==================== block 1
Fig. 1: block 1, signal wires by layer
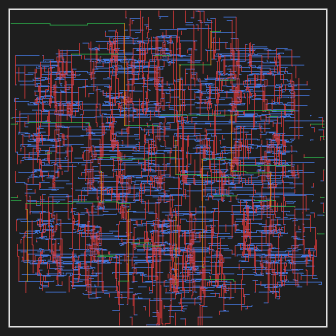

[src/rtl/switch_debouncer.sv]
// Multi-channel slide-switch debouncer: per-bit two-flop synchronizer, saturating
// agreement counter and stable register, plus registered edge/change pulses.
module switch_debouncer #(
  parameter int WIDTH           = 8,
  parameter int DEBOUNCE_CYCLES = 1000000
) (
  input  logic             clk,
  input  logic             rst,
  input  logic [WIDTH-1:0] din_raw,
  output logic [WIDTH-1:0] dout,
  output logic             any_on,
  output logic             changed,
  output logic [WIDTH-1:0] rise,
  output logic [WIDTH-1:0] fall
);

  localparam int CNT_W = $clog2(DEBOUNCE_CYCLES);
  localparam logic [CNT_W-1:0] CNT_MAX = CNT_W'(DEBOUNCE_CYCLES - 1);
  localparam logic [CNT_W-1:0] CNT_ZERO = {CNT_W{1'b0}};
  localparam logic [CNT_W-1:0] CNT_ONE = CNT_W'(1);

  // A one-cycle filter would be no filter at all, so refuse to build it.
  if (DEBOUNCE_CYCLES < 2) begin : gen_illegal_debounce_cycles
    $fatal(1, "switch_debouncer: DEBOUNCE_CYCLES must be at least 2");
  end

  logic [WIDTH-1:0] s1_q, s1_d;
  logic [WIDTH-1:0] s2_q, s2_d;
  logic [WIDTH-1:0] stb_q, stb_d;
  logic [CNT_W-1:0] cnt_q [WIDTH];
  logic [CNT_W-1:0] cnt_d [WIDTH];
  logic [WIDTH-1:0] rise_q, rise_d;
  logic [WIDTH-1:0] fall_q, fall_d;
  logic             changed_q, changed_d;
  logic             any_on_q, any_on_d;

  // Next-state: synchronizer shift, per-channel count/accept, and pulses derived
  // from the stable register so they line up with the new dout value.
  always_comb begin
    s1_d  = din_raw;
    s2_d  = s1_q;
    stb_d = stb_q;
    for (int i = 0; i < WIDTH; i++) begin
      cnt_d[i] = CNT_ZERO;
      if (s2_q[i] == stb_q[i]) begin
        cnt_d[i] = CNT_ZERO;
      end else if (cnt_q[i] >= CNT_MAX) begin
        stb_d[i] = s2_q[i];
        cnt_d[i] = CNT_ZERO;
      end else begin
        cnt_d[i] = cnt_q[i] + CNT_ONE;
      end
    end
    rise_d    = stb_d & ~stb_q;
    fall_d    = ~stb_d & stb_q;
    changed_d = |(stb_d ^ stb_q);
    any_on_d  = |stb_d;
  end

  // State registers; reset clears everything, including any partial count.
  always_ff @(posedge clk or posedge rst) begin
    if (rst) begin
      s1_q      <= {WIDTH{1'b0}};
      s2_q      <= {WIDTH{1'b0}};
      stb_q     <= {WIDTH{1'b0}};
      rise_q    <= {WIDTH{1'b0}};
      fall_q    <= {WIDTH{1'b0}};
      changed_q <= 1'b0;
      any_on_q  <= 1'b0;
      for (int i = 0; i < WIDTH; i++) begin
        cnt_q[i] <= CNT_ZERO;
      end
    end else begin
      s1_q      <= s1_d;
      s2_q      <= s2_d;
      stb_q     <= stb_d;
      rise_q    <= rise_d;
      fall_q    <= fall_d;
      changed_q <= changed_d;
      any_on_q  <= any_on_d;
      for (int i = 0; i < WIDTH; i++) begin
        cnt_q[i] <= cnt_d[i];
      end
    end
  end

  assign dout    = stb_q;
  assign any_on  = any_on_q;
  assign changed = changed_q;
  assign rise    = rise_q;
  assign fall    = fall_q;

endmodule

[config.mk]
export PLATFORM = sky130hd
export DESIGN_NAME = switch_debouncer
export DESIGN_NICKNAME = d
export VERILOG_FILES = /design/src/rtl/switch_debouncer.sv
export SDC_FILE = /design/constraint.sdc
export NUM_CORES = 1
export LEC_CHECK = 0
export ABC_CLOCK_PERIOD_IN_PS = 7700
export CORE_MARGIN = 2
export CORE_UTILIZATION = 50
export DETAILED_ROUTE_END_ITERATION = 8
export PLACE_DENSITY = 0.67
export SLEW_MARGIN = 20
export SYNTH_ARGS = -nofsm -noshare
export SYNTH_HDL_FRONTEND = slang
export SYNTH_SLANG_ARGS = --single-unit
[constraint.sdc]
create_clock -name clk -period 7.7 [get_ports clk]
set_input_delay 1.155 -clock clk [delete_from_list [all_inputs] [get_ports clk]]
set_output_delay 1.155 -clock clk [all_outputs]
set_load 0.1 [all_outputs]
==================== block 2
--- src/rtl/exe_muldiv_stage_pkg.sv ---
// Shared constants and types for the execute stage and its iterative mul/div engine.
// Holds command codes, datapath widths, FSM state codes and the EXE/MEM bundle types.
package exe_muldiv_stage_pkg;

    localparam int WORD_LEN          = 16;
    localparam int EXE_CMD_LEN       = 4;
    localparam int REG_FILE_ADDR_LEN = 3;
    localparam int CNT_LEN           = $clog2(WORD_LEN);

    localparam logic [EXE_CMD_LEN-1:0] EXE_ADD = 4'd0;
    localparam logic [EXE_CMD_LEN-1:0] EXE_SUB = 4'd1;
    localparam logic [EXE_CMD_LEN-1:0] EXE_AND = 4'd2;
    localparam logic [EXE_CMD_LEN-1:0] EXE_OR  = 4'd3;
    localparam logic [EXE_CMD_LEN-1:0] EXE_XOR = 4'd4;
    localparam logic [EXE_CMD_LEN-1:0] EXE_SLL = 4'd5;
    localparam logic [EXE_CMD_LEN-1:0] EXE_SRL = 4'd6;
    localparam logic [EXE_CMD_LEN-1:0] EXE_SRA = 4'd7;
    localparam logic [EXE_CMD_LEN-1:0] EXE_MUL = 4'd8;
    localparam logic [EXE_CMD_LEN-1:0] EXE_DIV = 4'd9;
    localparam logic [EXE_CMD_LEN-1:0] EXE_REM = 4'd10;
    localparam logic [EXE_CMD_LEN-1:0] EXE_NOP = 4'd15;

    localparam logic [0:0] ST_IDLE = 1'b0;
    localparam logic [0:0] ST_BUSY = 1'b1;

    typedef enum logic [1:0] {
        MD_MUL = 2'd0,
        MD_DIV = 2'd1,
        MD_REM = 2'd2
    } md_op_e;

    typedef struct packed {
        logic [WORD_LEN-1:0]          st_value;
        logic [REG_FILE_ADDR_LEN-1:0] dest;
        logic                         wb_en;
        logic                         mem_r_en;
        logic                         mem_w_en;
    } ctrl_t;

    typedef struct packed {
        logic [WORD_LEN-1:0] result;
        ctrl_t               ctrl;
        logic                illegal;
    } exe_mem_t;

endpackage

--- src/rtl/exe_iter_muldiv.sv ---
// Iterative unsigned multiply (shift-add) and, with EXE_DIV_EN, restoring divide/remainder.
// Ports: start_i loads operands, step_i advances one bit, last_o flags the final step,
// result_o is the value the final step produces (valid while last_o is high).
module exe_iter_muldiv
    import exe_muldiv_stage_pkg::*;
(
    input  logic                clk,
    input  logic                rst,
    input  logic                start_i,
    input  logic                step_i,
    input  md_op_e              op_i,
    input  logic [WORD_LEN-1:0] a_i,
    input  logic [WORD_LEN-1:0] b_i,
    output logic                last_o,
    output logic [WORD_LEN-1:0] result_o
);

    md_op_e              op_q, op_d;
    logic [WORD_LEN-1:0] a_q, a_d;
    logic [WORD_LEN-1:0] b_q, b_d;
    logic [WORD_LEN-1:0] acc_q, acc_d;
    logic [CNT_LEN-1:0]  cnt_q, cnt_d;

    // a_q: multiplicand (MUL) or divisor (DIV/REM)
    // b_q: multiplier (MUL) or dividend shifting into quotient
    // acc_q: product (MUL) or partial remainder
    logic [WORD_LEN-1:0] mul_acc;
    logic [WORD_LEN-1:0] nxt_a, nxt_b, nxt_acc;

`ifdef EXE_DIV_EN
    logic [WORD_LEN:0]   div_rs, div_diff;
    logic                div_ge;
    logic [WORD_LEN-1:0] div_r, div_q;
`endif

    assign mul_acc = acc_q + (b_q[0] ? a_q : '0);

`ifdef EXE_DIV_EN
    // Remainder is always below the divisor, so WORD_LEN+1 bits
    // hold the shifted remainder; the top bit of the difference
    // is the borrow.
    assign div_rs   = {acc_q, b_q[WORD_LEN-1]};
    assign div_diff = div_rs - {1'b0, a_q};
    assign div_ge   = ~div_diff[WORD_LEN];
    assign div_r    = div_ge ? div_diff[WORD_LEN-1:0]
                             : div_rs[WORD_LEN-1:0];
    assign div_q    = {b_q[WORD_LEN-2:0], div_ge};

    always_comb begin
        if (op_q == MD_MUL) begin
            nxt_acc = mul_acc;
            nxt_a   = a_q << 1;
            nxt_b   = b_q >> 1;
        end else begin
            nxt_acc = div_r;
            nxt_a   = a_q;
            nxt_b   = div_q;
        end
    end

    always_comb begin
        case (op_q)
            MD_DIV:  result_o = div_q;
            MD_REM:  result_o = div_r;
            default: result_o = mul_acc;
        endcase
    end
`else
    assign nxt_acc  = mul_acc;
    assign nxt_a    = a_q << 1;
    assign nxt_b    = b_q >> 1;
    assign result_o = (op_q == MD_MUL) ? mul_acc : '0;
`endif

    assign last_o = (cnt_q == '0);

    always_comb begin
        op_d  = op_q;
        a_d   = a_q;
        b_d   = b_q;
        acc_d = acc_q;
        cnt_d = cnt_q;
        if (start_i) begin
            op_d  = op_i;
            acc_d = '0;
            cnt_d = CNT_LEN'(WORD_LEN - 1);
            if (op_i == MD_MUL) begin
                a_d = a_i;
                b_d = b_i;
            end else begin
                a_d = b_i;
                b_d = a_i;
            end
        end else if (step_i) begin
            a_d   = nxt_a;
            b_d   = nxt_b;
            acc_d = nxt_acc;
            if (cnt_q != '0) begin
                cnt_d = cnt_q - 1'b1;
            end
        end
    end

    always_ff @(posedge clk) begin
        if (rst) begin
            op_q  <= MD_MUL;
            a_q   <= '0;
            b_q   <= '0;
            acc_q <= '0;
            cnt_q <= '0;
        end else begin
            op_q  <= op_d;
            a_q   <= a_d;
            b_q   <= b_d;
            acc_q <= acc_d;
            cnt_q <= cnt_d;
        end
    end

endmodule

--- src/rtl/exe_muldiv_stage.sv ---
// Execute stage: single-cycle ALU plus iterative MUL (and DIV/REM when EXE_DIV_EN is defined).
// Inputs come from ID/EXE (exe_cmd, val1/2, st_value_in, dest_in, ctrl, flush); outputs are the
// registered EXE/MEM bundle, a registered illegal_cmd pulse and a combinational stall.
module exe_muldiv_stage
    import exe_muldiv_stage_pkg::*;
(
    input  logic                         clk,
    input  logic                         rst,
    input  logic [EXE_CMD_LEN-1:0]       exe_cmd,
    input  logic [WORD_LEN-1:0]          val1,
    input  logic [WORD_LEN-1:0]          val2,
    input  logic [WORD_LEN-1:0]          st_value_in,
    input  logic [REG_FILE_ADDR_LEN-1:0] dest_in,
    input  logic                         wb_en_in,
    input  logic                         mem_r_en_in,
    input  logic                         mem_w_en_in,
    input  logic                         flush,
    output logic                         stall,
    output logic [WORD_LEN-1:0]          result,
    output logic [WORD_LEN-1:0]          st_value,
    output logic [REG_FILE_ADDR_LEN-1:0] dest,
    output logic                         wb_en,
    output logic                         mem_r_en,
    output logic                         mem_w_en,
    output logic                         illegal_cmd
);

    logic [0:0]          state_q, state_d;
    exe_mem_t            out_q, out_d;
    ctrl_t               lat_q, lat_d;
    ctrl_t               in_ctrl;
    logic                is_mul, dr_ok, dz, legal;
    logic                md_go, eng_last;
    logic [WORD_LEN-1:0] alu_res, eng_res;
    logic [CNT_LEN-1:0]  sh;
    md_op_e              md_op;

    assign in_ctrl.st_value = st_value_in;
    assign in_ctrl.dest     = dest_in;
    assign in_ctrl.wb_en    = wb_en_in;
    assign in_ctrl.mem_r_en = mem_r_en_in;
    assign in_ctrl.mem_w_en = mem_w_en_in;

    assign is_mul = (exe_cmd == EXE_MUL);

`ifdef EXE_DIV_EN
    assign dr_ok = (exe_cmd == EXE_DIV) || (exe_cmd == EXE_REM);
    // Divide by zero has a fixed answer, so it skips the engine.
    assign dz    = dr_ok && (val2 == '0);
`else
    assign dr_ok = 1'b0;
    assign dz    = 1'b0;
`endif

    assign legal = (exe_cmd <= EXE_MUL) || (exe_cmd == EXE_NOP) || dr_ok;
    assign md_go = (state_q == ST_IDLE) && !flush && (is_mul || (dr_ok && !dz));
    assign stall = md_go || ((state_q == ST_BUSY) && !eng_last);

    assign md_op = is_mul ? MD_MUL :
                   (exe_cmd == EXE_DIV) ? MD_DIV : MD_REM;

    assign sh = val2[CNT_LEN-1:0];

    always_comb begin
        case (exe_cmd)
            EXE_ADD: alu_res = val1 + val2;
            EXE_SUB: alu_res = val1 - val2;
            EXE_AND: alu_res = val1 & val2;
            EXE_OR:  alu_res = val1 | val2;
            EXE_XOR: alu_res = val1 ^ val2;
            EXE_SLL: alu_res = val1 << sh;
            EXE_SRL: alu_res = val1 >> sh;
            EXE_SRA: alu_res = $unsigned($signed(val1) >>> sh);
`ifdef EXE_DIV_EN
            EXE_DIV: alu_res = '1;
            EXE_REM: alu_res = val1;
`endif
            default: alu_res = '0;
        endcase
    end

    exe_iter_muldiv u_engine (
        .clk      (clk),
        .rst      (rst),
        .start_i  (md_go),
        .step_i   (state_q == ST_BUSY),
        .op_i     (md_op),
        .a_i      (val1),
        .b_i      (val2),
        .last_o   (eng_last),
        .result_o (eng_res)
    );

    always_comb begin
        state_d = state_q;
        lat_d   = lat_q;
        out_d   = '0;
        if (state_q == ST_BUSY) begin
            // flush is ignored here: the op is already committed.
            if (eng_last) begin
                out_d.result = eng_res;
                out_d.ctrl   = lat_q;
                state_d      = ST_IDLE;
            end
        end else if (!flush) begin
            if (!legal) begin
                out_d.illegal = 1'b1;
            end else if (md_go) begin
                lat_d   = in_ctrl;
                state_d = ST_BUSY;
            end else if (exe_cmd != EXE_NOP) begin
                out_d.result = alu_res;
                out_d.ctrl   = in_ctrl;
            end
        end
    end

    always_ff @(posedge clk) begin
        if (rst) begin
            state_q <= ST_IDLE;
            lat_q   <= '0;
            out_q   <= '0;
        end else begin
            state_q <= state_d;
            lat_q   <= lat_d;
            out_q   <= out_d;
        end
    end

    assign result      = out_q.result;
    assign st_value    = out_q.ctrl.st_value;
    assign dest        = out_q.ctrl.dest;
    assign wb_en       = out_q.ctrl.wb_en;
    assign mem_r_en    = out_q.ctrl.mem_r_en;
    assign mem_w_en    = out_q.ctrl.mem_w_en;
    assign illegal_cmd = out_q.illegal;

endmodule

--- config.mk ---
export PLATFORM = sky130hd
export DESIGN_NAME = exe_muldiv_stage
export DESIGN_NICKNAME = d
export VERILOG_FILES = /design/src/rtl/exe_muldiv_stage_pkg.sv /design/src/rtl/exe_iter_muldiv.sv /design/src/rtl/exe_muldiv_stage.sv
export SDC_FILE = /design/constraint.sdc
export NUM_CORES = 1
export LEC_CHECK = 0
export CORE_AREA = 10 10 155 157
export DETAILED_ROUTE_END_ITERATION = 10
export DIE_AREA = 0 0 165 167
export GPL_ROUTABILITY_DRIVEN = 0
export GPL_TIMING_DRIVEN = 0
export PLACE_DENSITY = 0.7
export SLEW_MARGIN = 0
export SYNTH_ARGS = -nofsm -noshare
export SYNTH_HDL_FRONTEND = slang
export SYNTH_SLANG_ARGS = --single-unit
--- constraint.sdc ---
create_clock -name clk -period 3.7 [get_ports clk]
set_clock_uncertainty 0.15 [all_clocks]
set_input_delay 0.555 -clock clk [delete_from_list [all_inputs] [get_ports clk]]
set_output_delay 0.555 -clock clk [all_outputs]
set_load 0.02 [all_outputs]

==> layout pictures side by side <==
Met3 routing.
Bar = 50 um. Cells faint in the background.
Plate I
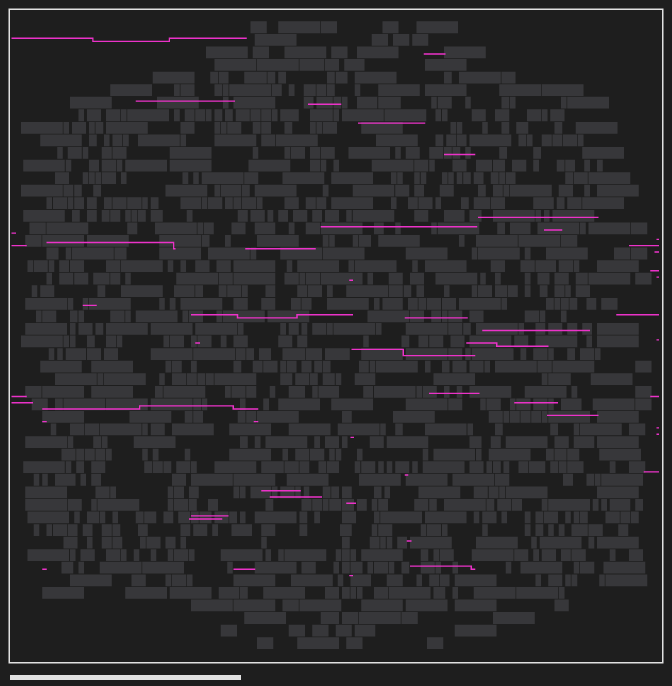
Plate II
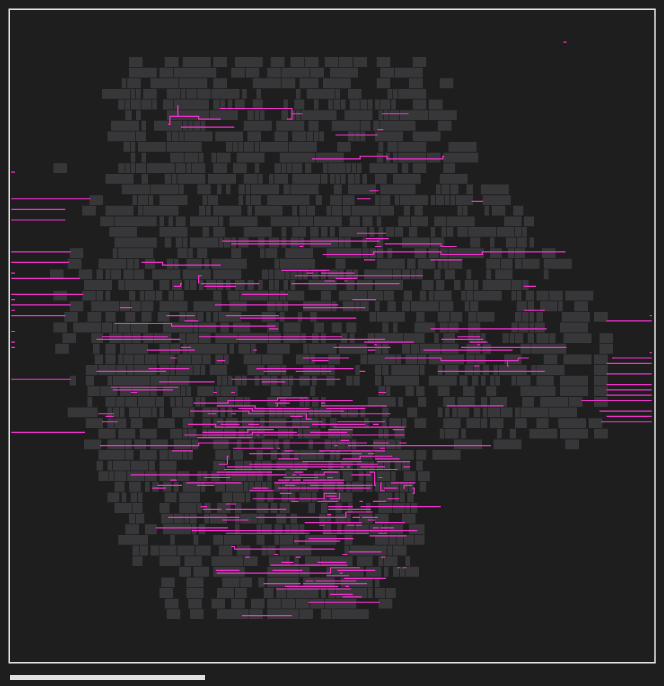
block 1 -> Plate I
block 2 -> Plate II
The one with the largest die is Plate II.

Fig. 2: block 2, signal wires by layer
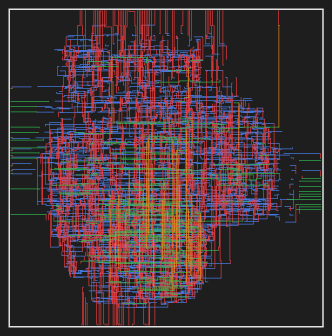
color	layer	wire length
green	metal 3	3000 um
blue	metal 1	12100 um
orange	metal 4	1170 um
red	metal 2	13800 um

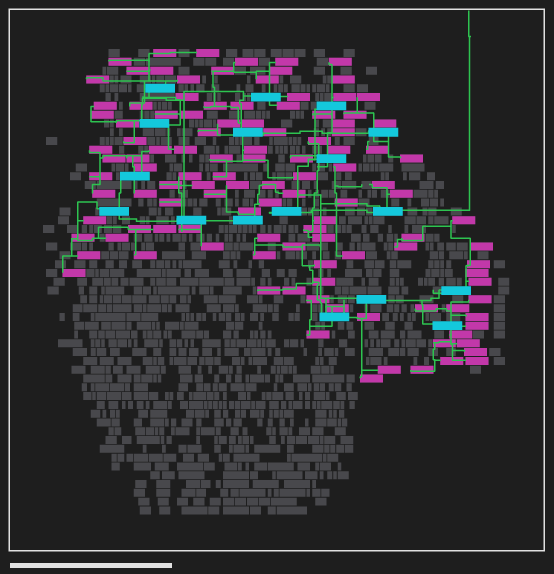
Fig. 3. Clock distribution (block 2).
Bar = 50 um.
[cyan] clock drivers | count: 17
[magenta] flip-flops | count: 116
[green] clock wires | length: 1560 um
routed clock nets	18

==> impl_metrics.csv, block 2 <==
group,metric,value,unit
floorplanning,core_area,0.0208,mm2
final_timing,hold_slack,0.303,ns
cells_and_area,seq_area,0.00232,mm2
grt,grt_pass1_wl,46500,um
synth,yosys_most_used_dff,"dfxtp_1",
floorplanning,die_w,165,um
synth,synth.most_common_cell,"nand2_1",
final_timing,finalSetupTns,0,ns
grt,grt.total_usage,21.3,%
floorplanning,nWellTaps,275,
grt,antenna_found_initial,1,
setup_path,startpoint,"val2[0]",
cells_and_area,n_clock_buffer,18,
setup_path,r2r-start,"u_engine.b_q[0]$_SDFFE_PP0P_",
power_and_ir_drop,power_density,369,mW/mm2
status,status,"complete, no violations",
power_and_ir_drop,p_sw,1.14,mW
floorplanning,fp_util,39.6,%
## block 2: what timing repair did
item / 4_1_cts / 5_1_grt
hold buffers: 0 / 0
pin swaps: 27 / 25
setup endpoints to repair: 15 / 11
gates resized: 50 / 31
buffers inserted: 18 / 16
## block 2: cells by family (layout without fill, tap and decap cells)
logic type / Yosys count / count (layout) / share of synthesized area [%]
xor+xnor: 40 / 40 / 4.25
fa+ha+maj: 67 / 67 / 10.4
buf+inv: 111 / 275 / 5.38
simple gates: 322 / 322 / 17.7
mux: 52 / 52 / 9.02
other cells: 0 / 1 / 0
flops: 116 / 116 / 28.2
compound gates: 317 / 317 / 25.1
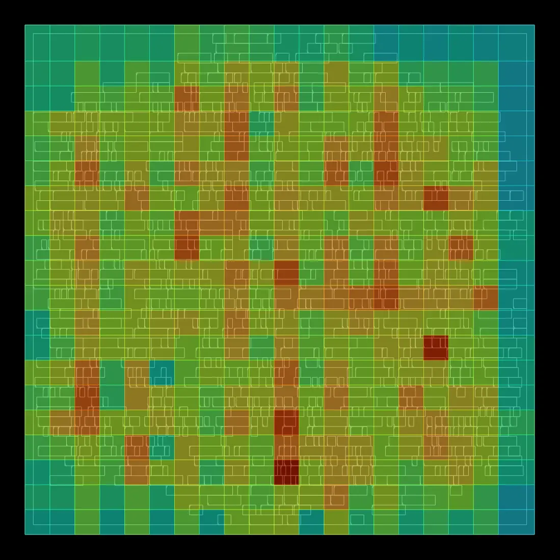
Fig. 4. Routing congestion (block 1).
grt met2 use: 28.2%
GRT Util Overall: 17.4%
Global Route met1 Usage: 24.6%
GRT Max-Usage Layer: met2

## Picture notes: Fig. 1
color	layer	wire length
orange	metal 4	294 um
blue	metal 1	8330 um
red	metal 2	7510 um
green	metal 3	504 um

==> impl_metrics.csv, block 1 <==
group,metric,value,unit
status,status,"complete, no violations",
routing,drt_iter0_drc,339,
synth,compound_area_share,5.13,%
clocking,cts_max_level,1,
final_timing,setup_viol,0,
clocking,cts.path.max_buffers,3,
cells_and_area,design_area,0.0107,mm2
floorplanning,core_area,0.0186,mm2
routing,routedWlPerCell,13.5,um
cells_and_area,mostFrequentLayoutCells,"dfrtp_1 (202), nor2_1 (191), xor2_1 (80)",
grt,grt_max_degree,127,
final_timing,setup_ws,4.39,ns
setup_path,max_stage_delay,1.21,ns
min_path,worstHoldPathType,"register to register",
clocking,cts_resized,0,
final_timing,fmax,0.302,GHz
final_timing,finalWorstPathRequiredPeriod,3.31,ns
final_timing,finalSetupTns,0,ns
synth,async_reset_ff_share,100,%
setup_path,worst_setup_path_start_kind,"register",
flow_run,maxCapViolCount,0,
routing,wl_met3,504,um
routing,drc,0,
setup_path,crit_family,"buffers and inverters",
## block 1: area by class of cell
class / instances / area [um2]
clock buffer: 29 / 638
timing repair buffer: 42 / 403
clock inverter: 12 / 68.8
tap: 234 / 293
sequential: 202 / 5050
multi-input combinational: 678 / 4140
fill: 1609 / 7850
inverter: 36 / 143
## block 1: power by group
group	switching [mW]	total, mW	leakage, nW	internal [mW]
logic	0.0435	0.0616	1.71	0.0181
registers	0.0134	1.09	2.77	1.08
clock network	0.421	1.01	0.355	0.586
total	0.478	2.16	4.83	1.68


==> notes/layouts.md <==
Pictures saved along the way, in no particular order.

The metal 2 layer.
Cells faint in the background.
shot_01.png
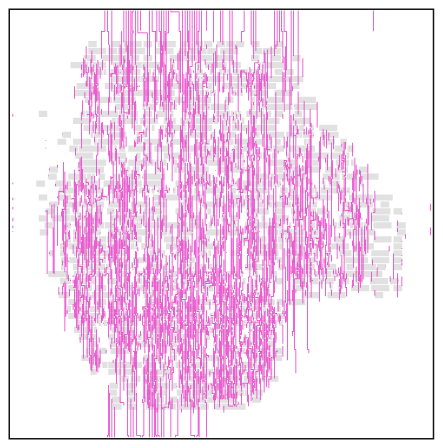
shot_02.png
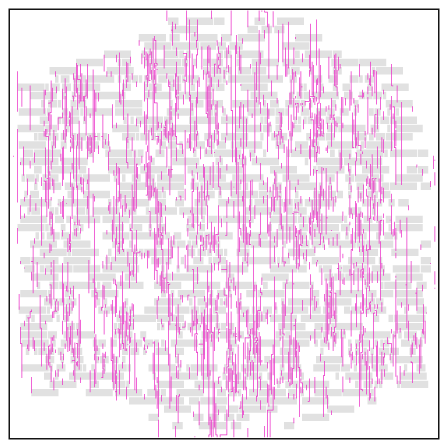
block 1: shot_02.png
block 2: shot_01.png

Key to shot_01.png:
main direction	vertical
wire length on this layer	13800 um

Power is estimated from default activity; no workload was simulated.
